# led_pwm_fader

--- config.mk ---
export PLATFORM = sky130hd
export DESIGN_NAME = led_pwm_fader
export DESIGN_NICKNAME = d
export VERILOG_FILES = /design/src/rtl/led_pwm_fader.sv
export SDC_FILE = /design/constraint.sdc
export NUM_CORES = 1
export LEC_CHECK = 0
export CAP_MARGIN = 20
export CORE_MARGIN = 1.5
export CORE_UTILIZATION = 35
export DETAILED_ROUTE_END_ITERATION = 7
export GPL_ROUTABILITY_DRIVEN = 0
export MAX_ROUTING_LAYER = met4
export PLACE_DENSITY = 0.62
export REMOVE_ABC_BUFFERS = 1
export SYNTH_ARGS = -nofsm -noshare
export SYNTH_HDL_FRONTEND = slang
export SYNTH_SLANG_ARGS = --single-unit
export TNS_END_PERCENT = 30
--- constraint.sdc ---
create_clock -name clk -period 2.5 [get_ports clk]
set_clock_uncertainty 0.05 [all_clocks]
set_input_delay 0.5 -clock clk [delete_from_list [all_inputs] [get_ports clk]]
set_output_delay 0.5 -clock clk [all_outputs]
set_load 0.03 [all_outputs]
--- src/rtl/led_pwm_fader.sv ---
// 12-channel LED brightness fader: per-LED saturating ramps toward 0/255, rendered by a
// shared 8-bit PWM counter, with a registered all-channels-settled flag.
module led_pwm_fader #(
  parameter bit          ACTIVE_LOW = 1'b1,
  parameter int unsigned FADE_DIV   = 4096,
  parameter int unsigned PWM_DIV    = 1,
  parameter int unsigned STEP       = 8
) (
  input  logic        clk,
  input  logic        rst,
  input  logic [11:0] pattern_in,
  output logic [11:0] led_out,
  output logic        settled
);

  localparam int unsigned FadeW    = (FADE_DIV > 1) ? $clog2(FADE_DIV) : 1;
  localparam int unsigned PwmW     = (PWM_DIV > 1) ? $clog2(PWM_DIV) : 1;
  localparam logic [FadeW-1:0] FadeLast = FadeW'(FADE_DIV - 1);
  localparam logic [PwmW-1:0]  PwmLast  = PwmW'(PWM_DIV - 1);
  localparam logic [8:0]  Step9   = 9'(STEP);
  localparam logic [11:0] OffCode = ACTIVE_LOW ? 12'hFFF : 12'h000;

  logic [11:0]      pat_q;
  logic [FadeW-1:0] fade_cnt_q, fade_cnt_d;
  logic [PwmW-1:0]  pwm_div_cnt_q, pwm_div_cnt_d;
  logic [7:0]       pwm_cnt_q, pwm_cnt_d;
  logic [7:0]       level_q [12];
  logic [7:0]       level_d [12];
  logic [11:0]      lit_q, lit_d;
  logic             settled_q, settled_d;
  logic [11:0]      on_vec;
  logic             fade_tick;
  logic             pwm_step;

  assign on_vec = ACTIVE_LOW ? ~pat_q : pat_q;

  always_comb begin
    fade_tick     = (fade_cnt_q == FadeLast);
    fade_cnt_d    = fade_tick ? '0 : fade_cnt_q + 1'b1;
    pwm_step      = (pwm_div_cnt_q == PwmLast);
    pwm_div_cnt_d = pwm_step ? '0 : pwm_div_cnt_q + 1'b1;
    pwm_cnt_d     = pwm_step ? pwm_cnt_q + 8'd1 : pwm_cnt_q;
    settled_d     = 1'b1;
    lit_d         = '0;
    for (int i = 0; i < 12; i++) begin
      logic [8:0] up;
      // 9-bit sum so the carry flags saturation at 255
      up         = {1'b0, level_q[i]} + Step9;
      level_d[i] = level_q[i];
      if (fade_tick) begin
        if (on_vec[i]) begin
          level_d[i] = up[8] ? 8'hFF : up[7:0];
        end else begin
          level_d[i] = (level_q[i] >= Step9[7:0]) ? level_q[i] - Step9[7:0] : 8'h00;
        end
      end
      lit_d[i] = (level_q[i] > pwm_cnt_q);
      if (level_q[i] != (on_vec[i] ? 8'hFF : 8'h00)) settled_d = 1'b0;
    end
  end

  always_ff @(posedge clk) begin
    if (rst) begin
      pat_q         <= OffCode;
      fade_cnt_q    <= '0;
      pwm_div_cnt_q <= '0;
      pwm_cnt_q     <= '0;
      level_q       <= '{default: 8'h00};
      lit_q         <= '0;
      settled_q     <= 1'b1;
    end else begin
      pat_q         <= pattern_in;
      fade_cnt_q    <= fade_cnt_d;
      pwm_div_cnt_q <= pwm_div_cnt_d;
      pwm_cnt_q     <= pwm_cnt_d;
      level_q       <= level_d;
      lit_q         <= lit_d;
      settled_q     <= settled_d;
    end
  end

  assign led_out = ACTIVE_LOW ? ~lit_q : lit_q;
  assign settled = settled_q;

endmodule

led_pwm_fader, cells by drive strength:
(2 px per um)
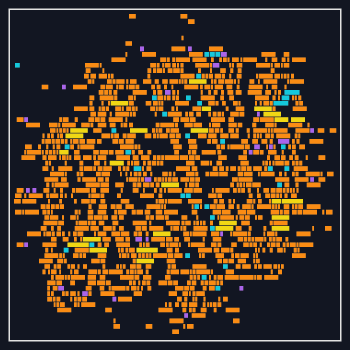
purple -> drive 2  # cells 26
cyan -> drive 3 to 4  # cells 34
yellow -> drive 6 and up  # cells 26
orange -> drive 1 or less  # cells 1074

led_pwm_fader, metal 3:
(1.5 px per um) Cells faint in the background.
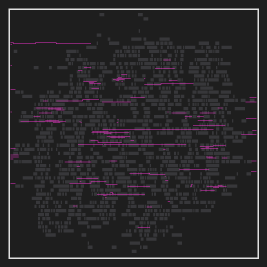
longest straight run = 73.6 um
main direction = horizontal

==> flow_results.xml <==
<?xml version="1.0" encoding="UTF-8"?>
<metrics>
  <group name="status">
    <metric name="status" unit="">finished clean</metric>
  </group>
  <group name="power">
    <metric name="combinationalPowerShare" unit="%">9.1</metric>
    <metric name="dominant_power_group" unit="">clock</metric>
    <metric name="fin_total_pwr" unit="mW">4.996</metric>
    <metric name="powerSeq" unit="mW">1.97</metric>
    <metric name="comb_power" unit="uW">452</metric>
  </group>
  <group name="routing">
    <metric name="wl_met1" unit="um">11150</metric>
    <metric name="detail_route.first_pass.iterations" unit="">5</metric>
    <metric name="antenna_left" unit="">0</metric>
  </group>
  <group name="timing">
    <metric name="timing.final.setup_violations" unit="">0</metric>
    <metric name="layout_setup_ws" unit="ps">137.4</metric>
  </group>
  <group name="synthesis">
    <metric name="async_reset_ff_share" unit="%">0</metric>
    <metric name="synthFlopType" unit="">sky130_fd_sc_hd__dfxtp_1</metric>
    <metric name="mappedNetlistArea" unit="sq um">9181</metric>
  </group>
  <group name="final_layout">
    <metric name="comb_area" unit="sq um">6223</metric>
    <metric name="nNonClkInverters" unit="">72</metric>
    <metric name="num-nonclk-buffers" unit="">52</metric>
  </group>
  <group name="grt">
    <metric name="maximum_number_of_pins_on_one_net_before_global_route_repair" unit="">57</metric>
    <metric name="grt_pass1_wl" unit="um">37690</metric>
  </group>
  <group name="worst_setup_path">
    <metric name="timing.critical_path.from" unit="">fade_cnt_q[0]</metric>
    <metric name="worstPathRequired" unit="ps">2790</metric>
    <metric name="critical_path_depth" unit="">7</metric>
    <metric name="endpoint_kind" unit="">flop</metric>
  </group>
  <group name="floorplan">
    <metric name="chip_area" unit="sq um">27210</metric>
  </group>
  <group name="clocking">
    <metric name="cts_inserted_buffers" unit="">17</metric>
  </group>
</metrics>

# game_score_keeper

`config.mk`:
```
export PLATFORM = sky130hd
export DESIGN_NAME = game_score_keeper
export DESIGN_NICKNAME = d
export VERILOG_FILES = /design/src/rtl/game_score_keeper.sv
export SDC_FILE = /design/constraint.sdc
export NUM_CORES = 1
export LEC_CHECK = 0
export CAP_MARGIN = 0
export CORE_ASPECT_RATIO = 0.9
export CORE_MARGIN = 8
export CORE_UTILIZATION = 49
export DETAILED_ROUTE_END_ITERATION = 12
export PLACE_DENSITY = 0.75
export SYNTH_ARGS = -nofsm -noshare
export SYNTH_HDL_FRONTEND = slang
export SYNTH_SLANG_ARGS = --single-unit
```
`constraint.sdc`:
```
create_clock -name clk_i -period 2 [get_ports clk_i]
set_input_delay 0.4 -clock clk_i [delete_from_list [all_inputs] [get_ports clk_i]]
set_output_delay 0.4 -clock clk_i [all_outputs]
set_load 0.02 [all_outputs]
```
`src/rtl/game_score_keeper.sv`:
```
// N-player lives/gold tracker with IDLE/PLAY/OVER game FSM, rising-edge event inputs.
// Latency: counters update one cycle after an input edge; game_over follows the deciding counter update by one more cycle.
// Backpressure: none; every input edge is consumed in the cycle it is seen (or deliberately ignored by state).
module game_score_keeper #(
    parameter  int NUM_PLAYERS = 2,
    parameter  int LIFE_W      = 2,
    parameter  int GOLD_W      = 3,
    parameter  int START_LIVES = 3,
    parameter  int MAX_LIVES   = 3,
    parameter  int GOLD_TO_WIN = 5,
    localparam int WIN_W       = (NUM_PLAYERS > 1) ? $clog2(NUM_PLAYERS) : 1
) (
    input  logic                          clk_i,
    input  logic                          reset_i,
    input  logic                          game_start_i,
    input  logic [NUM_PLAYERS-1:0]        death_i,
    input  logic [NUM_PLAYERS-1:0]        more_life_i,
    input  logic [NUM_PLAYERS-1:0]        more_gold_i,
    output logic [NUM_PLAYERS*LIFE_W-1:0] lives_o,
    output logic [NUM_PLAYERS*GOLD_W-1:0] gold_o,
    output logic [NUM_PLAYERS-1:0]        alive_o,
    output logic                          playing_o,
    output logic                          game_over_o,
    output logic [WIN_W-1:0]              winner_o,
    output logic                          winner_valid_o
);

    localparam logic [LIFE_W-1:0] START_L  = LIFE_W'(START_LIVES);
    localparam logic [LIFE_W-1:0] MAX_L    = LIFE_W'(MAX_LIVES);
    localparam logic [GOLD_W-1:0] GOLD_MAX = '1;
    localparam logic [GOLD_W-1:0] WIN_G    = GOLD_W'(GOLD_TO_WIN);

    typedef enum logic [1:0] {
        S_IDLE = 2'd0,
        S_PLAY = 2'd1,
        S_OVER = 2'd2
    } state_t;

    state_t                   state_q, state_d;
    logic [LIFE_W-1:0]        lives_q [NUM_PLAYERS];
    logic [LIFE_W-1:0]        lives_d [NUM_PLAYERS];
    logic [GOLD_W-1:0]        gold_q  [NUM_PLAYERS];
    logic [GOLD_W-1:0]        gold_d  [NUM_PLAYERS];
    logic [WIN_W-1:0]         winner_q, winner_d;
    logic                     winner_valid_q, winner_valid_d;

    logic                     start_prev_q;
    logic [NUM_PLAYERS-1:0]   death_prev_q, life_prev_q, gold_prev_q;

    logic                     start_ev;
    logic [NUM_PLAYERS-1:0]   death_ev, life_ev, gold_ev;

    logic                     gold_hit;
    logic [WIN_W-1:0]         gold_idx;
    logic [3:0]               alive_cnt;
    logic [WIN_W-1:0]         alive_idx;

    assign start_ev = game_start_i & ~start_prev_q;
    assign death_ev = death_i      & ~death_prev_q;
    assign life_ev  = more_life_i  & ~life_prev_q;
    assign gold_ev  = more_gold_i  & ~gold_prev_q;

    // Previous-value registers track the inputs every cycle, reset included, so a level
    // held high across reset release is already "seen" and does not produce an event.
    always_ff @(posedge clk_i) begin
        start_prev_q <= game_start_i;
        death_prev_q <= death_i;
        life_prev_q  <= more_life_i;
        gold_prev_q  <= more_gold_i;
    end

    // End-of-game inputs from the registered counters: lowest gold winner, live count, last live index.
    always_comb begin
        gold_hit  = 1'b0;
        gold_idx  = '0;
        alive_cnt = 4'd0;
        alive_idx = '0;
        for (int p = NUM_PLAYERS - 1; p >= 0; p--) begin
            if (gold_q[p] == WIN_G) begin
                gold_hit = 1'b1;
                gold_idx = WIN_W'(p);
            end
            if (lives_q[p] != '0) begin
                alive_cnt = alive_cnt + 4'd1;
                alive_idx = WIN_W'(p);
            end
        end
    end

    // Next-state: game FSM, counter updates for live players, and winner latch on the way into OVER.
    always_comb begin
        state_d        = state_q;
        lives_d        = lives_q;
        gold_d         = gold_q;
        winner_d       = winner_q;
        winner_valid_d = winner_valid_q;

        case (state_q)
            S_IDLE, S_OVER: begin
                if (start_ev) begin
                    state_d        = S_PLAY;
                    winner_d       = '0;
                    winner_valid_d = 1'b0;
                    for (int p = 0; p < NUM_PLAYERS; p++) begin
                        lives_d[p] = START_L;
                        gold_d[p]  = '0;
                    end
                end
            end

            S_PLAY: begin
                if (start_ev) begin
                    // Restart in place: reload and discard any events of this cycle.
                    winner_d       = '0;
                    winner_valid_d = 1'b0;
                    for (int p = 0; p < NUM_PLAYERS; p++) begin
                        lives_d[p] = START_L;
                        gold_d[p]  = '0;
                    end
                end else begin
                    // Dead players are frozen; simultaneous death and life cancel out.
                    for (int p = 0; p < NUM_PLAYERS; p++) begin
                        if (lives_q[p] != '0) begin
                            if (life_ev[p] && !death_ev[p] && (lives_q[p] < MAX_L)) begin
                                lives_d[p] = lives_q[p] + LIFE_W'(1);
                            end else if (death_ev[p] && !life_ev[p]) begin
                                lives_d[p] = lives_q[p] - LIFE_W'(1);
                            end
                            if (gold_ev[p] && (gold_q[p] != GOLD_MAX)) begin
                                gold_d[p] = gold_q[p] + GOLD_W'(1);
                            end
                        end
                    end

                    // Gold win beats last-survivor, which beats the all-dead draw.
                    if (gold_hit) begin
                        state_d        = S_OVER;
                        winner_d       = gold_idx;
                        winner_valid_d = 1'b1;
                    end else if ((NUM_PLAYERS > 1) && (alive_cnt == 4'd1)) begin
                        state_d        = S_OVER;
                        winner_d       = alive_idx;
                        winner_valid_d = 1'b1;
                    end else if (alive_cnt == 4'd0) begin
                        state_d        = S_OVER;
                        winner_d       = '0;
                        winner_valid_d = 1'b0;
                    end
                end
            end

            default: begin
                state_d = S_IDLE;
            end
        endcase
    end

    // State register with synchronous reset; reset mid-game aborts to IDLE with cleared counters.
    always_ff @(posedge clk_i) begin
        if (reset_i) begin
            state_q        <= S_IDLE;
            winner_q       <= '0;
            winner_valid_q <= 1'b0;
            for (int p = 0; p < NUM_PLAYERS; p++) begin
                lives_q[p] <= '0;
                gold_q[p]  <= '0;
            end
        end else begin
            state_q        <= state_d;
            winner_q       <= winner_d;
            winner_valid_q <= winner_valid_d;
            lives_q        <= lives_d;
            gold_q         <= gold_d;
        end
    end

    // Output packing; alive is only meaningful once a game has been started.
    always_comb begin
        lives_o = '0;
        gold_o  = '0;
        alive_o = '0;
        for (int p = 0; p < NUM_PLAYERS; p++) begin
            lives_o[p*LIFE_W +: LIFE_W] = lives_q[p];
            gold_o[p*GOLD_W +: GOLD_W]  = gold_q[p];
            alive_o[p] = (state_q != S_IDLE) && (lives_q[p] != '0);
        end
    end

    assign playing_o      = (state_q == S_PLAY);
    assign game_over_o    = (state_q == S_OVER);
    assign winner_o       = winner_q;
    assign winner_valid_o = winner_valid_q;

endmodule

```
game_score_keeper, cells by drive strength:
(6 px per um)
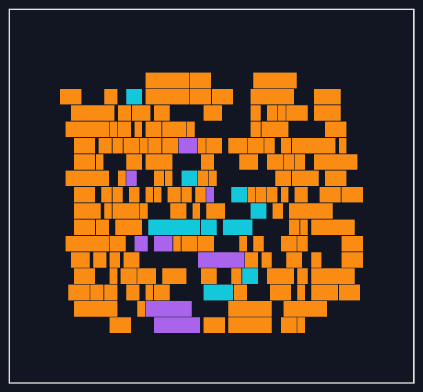
purple -> drive 2  # cells 8
orange -> drive 1 or less  # cells 144
cyan -> drive 3 to 4  # cells 9

==> flow_results.xml <==
<?xml version="1.0" encoding="UTF-8"?>
<metrics>
  <group name="placed_design">
    <metric name="dp_worst_setup_slack" unit="ps">-52.35</metric>
  </group>
  <group name="final_layout">
    <metric name="comb_area" unit="sq um">668.1</metric>
    <metric name="mostFrequentLayoutCell" unit="">sky130_fd_sc_hd__clkdlybuf4s50_1</metric>
    <metric name="largest_register_ffs" unit="">6</metric>
    <metric name="area_delta_synth_final" unit="%">26.22</metric>
    <metric name="filler_cell_count" unit="">195</metric>
  </group>
  <group name="power">
    <metric name="clock_power_share" unit="%">25.4</metric>
    <metric name="combinationalPowerShare" unit="%">19.4</metric>
    <metric name="p_int" unit="uW">581.4</metric>
    <metric name="power.density_cell_area" unit="nW/um^2">564.9</metric>
    <metric name="max-vdd-ir-drop" unit="mV">0.5292</metric>
  </group>
  <group name="grt">
    <metric name="met2_usage_in_global_routing" unit="%">20.84</metric>
  </group>
  <group name="status">
    <metric name="status" unit="">finished clean</metric>
  </group>
  <group name="timing">
    <metric name="worst_pin_slew" unit="ps">561.0</metric>
    <metric name="finalClockPeriodUsage" unit="%">95.99</metric>
    <metric name="slew_viol_final" unit="">0</metric>
    <metric name="layout_setup_ws" unit="ps">80.27</metric>
    <metric name="tns" unit="ps">0</metric>
  </group>
  <group name="worst_setup_path">
    <metric name="critPathCapture" unit="">playing_o</metric>
    <metric name="worst-endpoint-arrival" unit="ps">1520</metric>
    <metric name="crit-reg2reg-launch" unit="">lives_o[1]</metric>
  </group>
  <group name="clocking">
    <metric name="post_cts_resized" unit="">5</metric>
    <metric name="clock_sinks" unit="">21</metric>
    <metric name="clock_path_buffers" unit="">2</metric>
  </group>
  <group name="synthesis">
    <metric name="mux_share" unit="%">0</metric>
    <metric name="yosys_warnings" unit="">0</metric>
  </group>
  <group name="routing">
    <metric name="final_routed_drc_violation_total" unit="">0</metric>
    <metric name="route.top_layer_used" unit="">met4</metric>
  </group>
  <group name="floorplan">
    <metric name="tap-cell-count" unit="">27</metric>
    <metric name="fp.dieW" unit="um">67.18</metric>
    <metric name="core_region_area" unit="sq um">2202</metric>
  </group>
</metrics>
game_score_keeper, metal 3:
(4 px per um) Cells faint in the background.
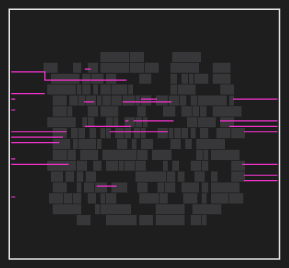
main direction = horizontal
nets with wire on the layer = 23
longest straight run = 20.2 um


# seq_magnitude_comparator

===== src/rtl/cmp_pkg.sv =====
// Shared types and helpers for the sequential magnitude comparator.
// Latency: n/a (declarations only).
// Backpressure: n/a.
package cmp_pkg;

    // Controller states: waiting for operands, scanning digits, holding a result.
    typedef enum logic [1:0] {
        IDLE = 2'd0,
        RUN  = 2'd1,
        DONE = 2'd2
    } state_t;

    // One-hot result encoding; bit order matches {lt, gt, eq}.
    localparam logic [2:0] RES_EQ = 3'b001;
    localparam logic [2:0] RES_GT = 3'b010;
    localparam logic [2:0] RES_LT = 3'b100;

    // Width of a counter that can hold values 0..nchunk inclusive.
    function automatic int cnt_width(input int nchunk);
        return (nchunk < 1) ? 1 : $clog2(nchunk + 1);
    endfunction

    // Width of an index that addresses digits 0..nchunk-1 (at least one bit).
    function automatic int idx_width(input int nchunk);
        return (nchunk <= 1) ? 1 : $clog2(nchunk);
    endfunction

endpackage


===== src/rtl/chunk_cmp.sv =====
// Purpose: unsigned compare of one DIGIT-bit slice of each operand.
// Latency: combinational, zero cycles.
// Backpressure: none; pure function of its inputs.
module chunk_cmp #(
    parameter int DIGIT = 8
) (
    input  logic [DIGIT-1:0] a_dig,
    input  logic [DIGIT-1:0] b_dig,
    output logic             d_eq,
    output logic             d_gt
);

    // Equality and unsigned greater-than of the current digit pair.
    always_comb begin
        d_eq = (a_dig == b_dig);
        d_gt = (a_dig > b_dig);
    end

endmodule


===== src/rtl/seq_magnitude_comparator.sv =====
// Purpose: MSB-first multi-cycle compare of two WIDTH-bit operands, DIGIT bits per clock, unsigned or signed.
// Latency: `cycles` edges from accept to out_valid (1..NCHUNK; always NCHUNK when EARLY_EXIT=0).
// Backpressure: in_ready only in IDLE; DONE holds the result until out_ready, no bypass back to IDLE.
module seq_magnitude_comparator
    import cmp_pkg::*;
#(
    parameter int WIDTH      = 32,
    parameter int DIGIT      = 8,
    parameter int EARLY_EXIT = 1
) (
    input  logic                                clk,
    input  logic                                rst_n,
    input  logic                                in_valid,
    output logic                                in_ready,
    input  logic [WIDTH-1:0]                    a,
    input  logic [WIDTH-1:0]                    b,
    input  logic                                signed_mode,
    output logic                                out_valid,
    input  logic                                out_ready,
    output logic                                eq,
    output logic                                gt,
    output logic                                lt,
    output logic [cnt_width(WIDTH/DIGIT)-1:0]   cycles
);

    localparam int NCHUNK = WIDTH / DIGIT;
    localparam int CNT_W  = cnt_width(NCHUNK);
    localparam int IDX_W  = idx_width(NCHUNK);

    localparam logic [IDX_W-1:0] LAST_IDX = IDX_W'(NCHUNK - 1);
    localparam logic [CNT_W-1:0] NCHUNK_C = CNT_W'(NCHUNK);
    // Flipping the sign bit maps two's-complement order onto unsigned order.
    localparam logic [WIDTH-1:0] SIGN_MASK = WIDTH'(1) << (WIDTH - 1);

    state_t state, state_nxt;

    // Operands stored as digit arrays so the active digit is a plain index.
    logic [NCHUNK-1:0][DIGIT-1:0] a_q;
    logic [NCHUNK-1:0][DIGIT-1:0] b_q;
    logic [IDX_W-1:0]             idx;

    // First-difference latch: once set, later digits cannot change the outcome.
    logic                         found_q;
    logic                         found_gt_q;

    logic [2:0]                   res_q;
    logic [CNT_W-1:0]             cycles_q;

    logic                         d_eq;
    logic                         d_gt;
    logic                         any_diff;
    logic                         diff_gt;
    logic                         finish;
    logic [2:0]                   res_nxt;
    logic [CNT_W-1:0]             cycles_nxt;
    logic                         accept;
    logic                         release_out;

    chunk_cmp #(
        .DIGIT (DIGIT)
    ) u_chunk_cmp (
        .a_dig (a_q[idx]),
        .b_dig (b_q[idx]),
        .d_eq  (d_eq),
        .d_gt  (d_gt)
    );

    // Per-digit decision: merge this digit with any earlier difference and decide whether to stop.
    always_comb begin
        any_diff   = found_q || !d_eq;
        diff_gt    = found_q ? found_gt_q : d_gt;
        finish     = (idx == '0) || ((EARLY_EXIT != 0) && !d_eq);
        cycles_nxt = NCHUNK_C - CNT_W'(idx);
        if (!any_diff) begin
            res_nxt = RES_EQ;
        end else if (diff_gt) begin
            res_nxt = RES_GT;
        end else begin
            res_nxt = RES_LT;
        end
    end

    // State register.
    always_ff @(posedge clk or negedge rst_n) begin
        if (!rst_n) begin
            state <= IDLE;
        end else begin
            state <= state_nxt;
        end
    end

    // Next-state and handshake outputs; both ready/valid are pure functions of the state.
    always_comb begin
        state_nxt   = state;
        in_ready    = 1'b0;
        out_valid   = 1'b0;
        accept      = 1'b0;
        release_out = 1'b0;
        case (state)
            IDLE: begin
                in_ready = 1'b1;
                if (in_valid) begin
                    accept    = 1'b1;
                    state_nxt = RUN;
                end
            end
            RUN: begin
                if (finish) begin
                    state_nxt = DONE;
                end
            end
            DONE: begin
                out_valid = 1'b1;
                if (out_ready) begin
                    release_out = 1'b1;
                    state_nxt   = IDLE;
                end
            end
            default: begin
                state_nxt = IDLE;
            end
        endcase
    end

    // Operand capture, digit walk, first-difference latch and result registers.
    always_ff @(posedge clk or negedge rst_n) begin
        if (!rst_n) begin
            a_q        <= '0;
            b_q        <= '0;
            idx        <= '0;
            found_q    <= 1'b0;
            found_gt_q <= 1'b0;
            res_q      <= '0;
            cycles_q   <= '0;
        end else begin
            if (accept) begin
                a_q        <= signed_mode ? (a ^ SIGN_MASK) : a;
                b_q        <= signed_mode ? (b ^ SIGN_MASK) : b;
                idx        <= LAST_IDX;
                found_q    <= 1'b0;
                found_gt_q <= 1'b0;
            end
            if (state == RUN) begin
                if (!found_q && !d_eq) begin
                    found_q    <= 1'b1;
                    found_gt_q <= d_gt;
                end
                if (finish) begin
                    res_q    <= res_nxt;
                    cycles_q <= cycles_nxt;
                end else begin
                    idx <= idx - IDX_W'(1);
                end
            end
            if (release_out) begin
                res_q    <= '0;
                cycles_q <= '0;
            end
        end
    end

    // Result outputs come straight from registers so they cannot glitch while held.
    always_comb begin
        eq     = |(res_q & RES_EQ);
        gt     = |(res_q & RES_GT);
        lt     = |(res_q & RES_LT);
        cycles = cycles_q;
    end

endmodule


===== config.mk =====
export PLATFORM = sky130hd
export DESIGN_NAME = seq_magnitude_comparator
export DESIGN_NICKNAME = d
export VERILOG_FILES = /design/src/rtl/cmp_pkg.sv /design/src/rtl/chunk_cmp.sv /design/src/rtl/seq_magnitude_comparator.sv
export SDC_FILE = /design/constraint.sdc
export NUM_CORES = 1
export LEC_CHECK = 0
export ABC_CLOCK_PERIOD_IN_PS = 4900
export CELL_PAD_IN_SITES_DETAIL_PLACEMENT = 2
export CELL_PAD_IN_SITES_GLOBAL_PLACEMENT = 2
export CORE_ASPECT_RATIO = 0.5
export CORE_UTILIZATION = 39
export CTS_BUF_LIST = sky130_fd_sc_hd__clkbuf_4 sky130_fd_sc_hd__clkbuf_8
export DETAILED_ROUTE_END_ITERATION = 7
export PLACE_DENSITY = 0.94
export SLEW_MARGIN = 25
export SYNTH_ARGS = -nofsm -noshare
export SYNTH_HDL_FRONTEND = slang
export SYNTH_HIERARCHICAL = 1
export SYNTH_SLANG_ARGS = --single-unit

===== constraint.sdc =====
create_clock -name clk -period 4.9 [get_ports clk]
set_clock_uncertainty 0.05 [all_clocks]
set_input_delay 0.98 -clock clk [delete_from_list [all_inputs] [get_ports clk]]
set_output_delay 0.98 -clock clk [all_outputs]
set_load 0.03 [all_outputs]

seq_magnitude_comparator, placement view:
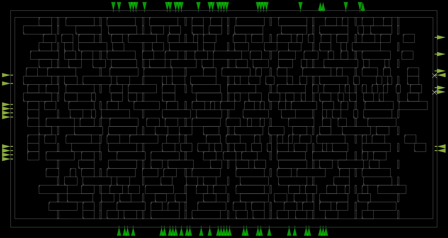
Seq cells: 76
Core Rows: 24
share of the core filled with cells in the final layout: 52.85%
Finished Layout Cells: 447
FILL cells: 798

==> flow_results.xml <==
<?xml version="1.0" encoding="UTF-8"?>
<metrics>
  <group name="routing">
    <metric name="total_number_of_vias" unit="">2381</metric>
    <metric name="met3_length" unit="um">441</metric>
    <metric name="met2WireLength" unit="um">6074</metric>
    <metric name="detail_route.first_pass.iterations" unit="">6</metric>
    <metric name="final_routed_drc_violation_total" unit="">4</metric>
  </group>
  <group name="synthesis">
    <metric name="fa_ha_area_share" unit="%">3.103</metric>
    <metric name="ys_seq_share" unit="%">52.41</metric>
    <metric name="async_reset_ff_share" unit="%">100.0</metric>
    <metric name="net_count_after_synthesis" unit="">325</metric>
    <metric name="syn-instance-count" unit="">247</metric>
    <metric name="yosys-stat-area" unit="sq um">3628</metric>
    <metric name="synthFlopType" unit="">sky130_fd_sc_hd__dfrtp_1</metric>
  </group>
  <group name="placed_design">
    <metric name="globalplace.congestion" unit="">0.7738</metric>
    <metric name="dp_worst_setup_slack" unit="ps">1294</metric>
  </group>
  <group name="min_path">
    <metric name="holdPathStages" unit="">1</metric>
  </group>
  <group name="clocking">
    <metric name="post_cts_resized" unit="">0</metric>
    <metric name="clock_tree.root_cell" unit="">sky130_fd_sc_hd__clkbuf_8</metric>
    <metric name="clock_tree_from_tritoncts" unit="">done</metric>
  </group>
  <group name="worst_setup_path">
    <metric name="timing.setup.critical_path_class" unit="">reg2reg</metric>
    <metric name="crit_fanout" unit="">14</metric>
    <metric name="timing.critical_path.from" unit="">idx[0]</metric>
    <metric name="worst_r2r_path_depth" unit="">8</metric>
    <metric name="critical_path_depth" unit="">8</metric>
    <metric name="crit_path_cells" unit="">buf_4, mux4_2, ha_1, nand4_2, nor2_1, nor2b_1, nor4_1, a31o_2</metric>
    <metric name="crit-reg2reg-capture" unit="">res_q[1]</metric>
  </group>
  <group name="status">
    <metric name="failing_checks" unit="">DRC</metric>
    <metric name="status" unit="">finished, violations left</metric>
  </group>
  <group name="timing">
    <metric name="worst_pin_slew" unit="ps">901.5</metric>
    <metric name="clock.fmax" unit="MHz">267.0</metric>
  </group>
  <group name="final_layout">
    <metric name="combinational_gates" unit="">145</metric>
    <metric name="buf_share" unit="%">16.76</metric>
  </group>
  <group name="power">
    <metric name="static-leakage-power" unit="nW">1.944</metric>
    <metric name="p_switching" unit="uW">981.5</metric>
    <metric name="sw_frac_of_total" unit="%">34.70</metric>
    <metric name="max-vdd-ir-drop" unit="mV">0.1776</metric>
  </group>
  <group name="floorplan">
    <metric name="tap-cell-count" unit="">117</metric>
  </group>
  <group name="grt">
    <metric name="gr-max-usage-layer" unit="">met2</metric>
    <metric name="vias_in_the_first_global_route" unit="">2893</metric>
  </group>
</metrics>
seq_magnitude_comparator, sequential cells grouped by signal name:
(4 px per um) Other sequential cells in the stronger grey, the rest of the logic in the fainter grey.
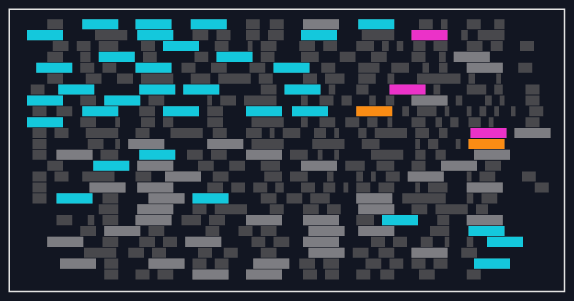
magenta -> `cycles`  # sequential cells 3
orange -> `state`  # sequential cells 2
cyan -> `b_q`  # sequential cells 32, where widely spread



## Gallery

Cells coloured by class.
image #1
(4 px per um)
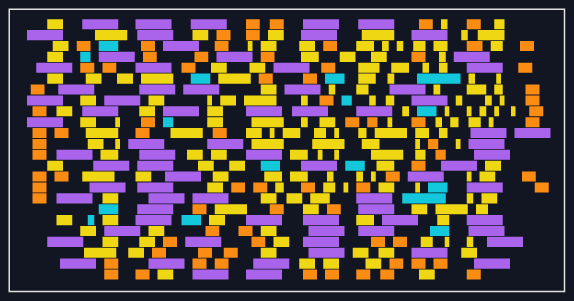
image #2
(8 px per um)
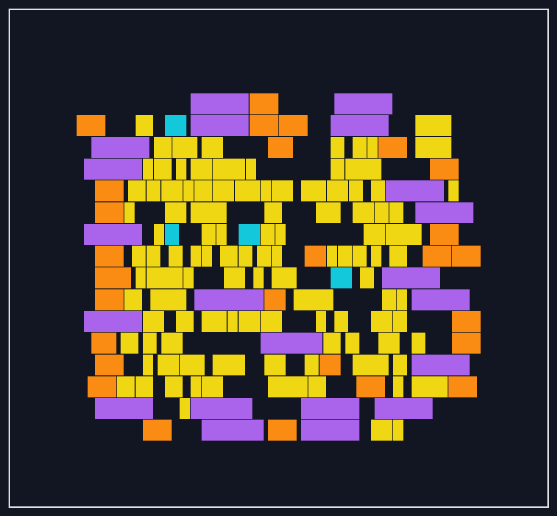
image #3
(3 px per um)
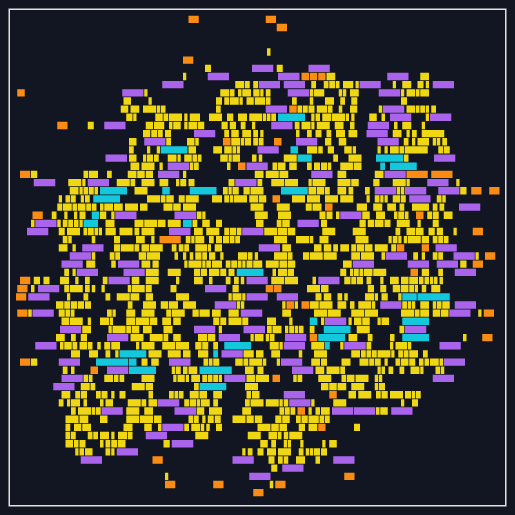
game_score_keeper: image #2
seq_magnitude_comparator: image #1
led_pwm_fader: image #3
The one with the most cells is image #3.
The one with the fewest cells is image #2.

Power figures rest on the tool's default switching activity, not on a simulated workload.
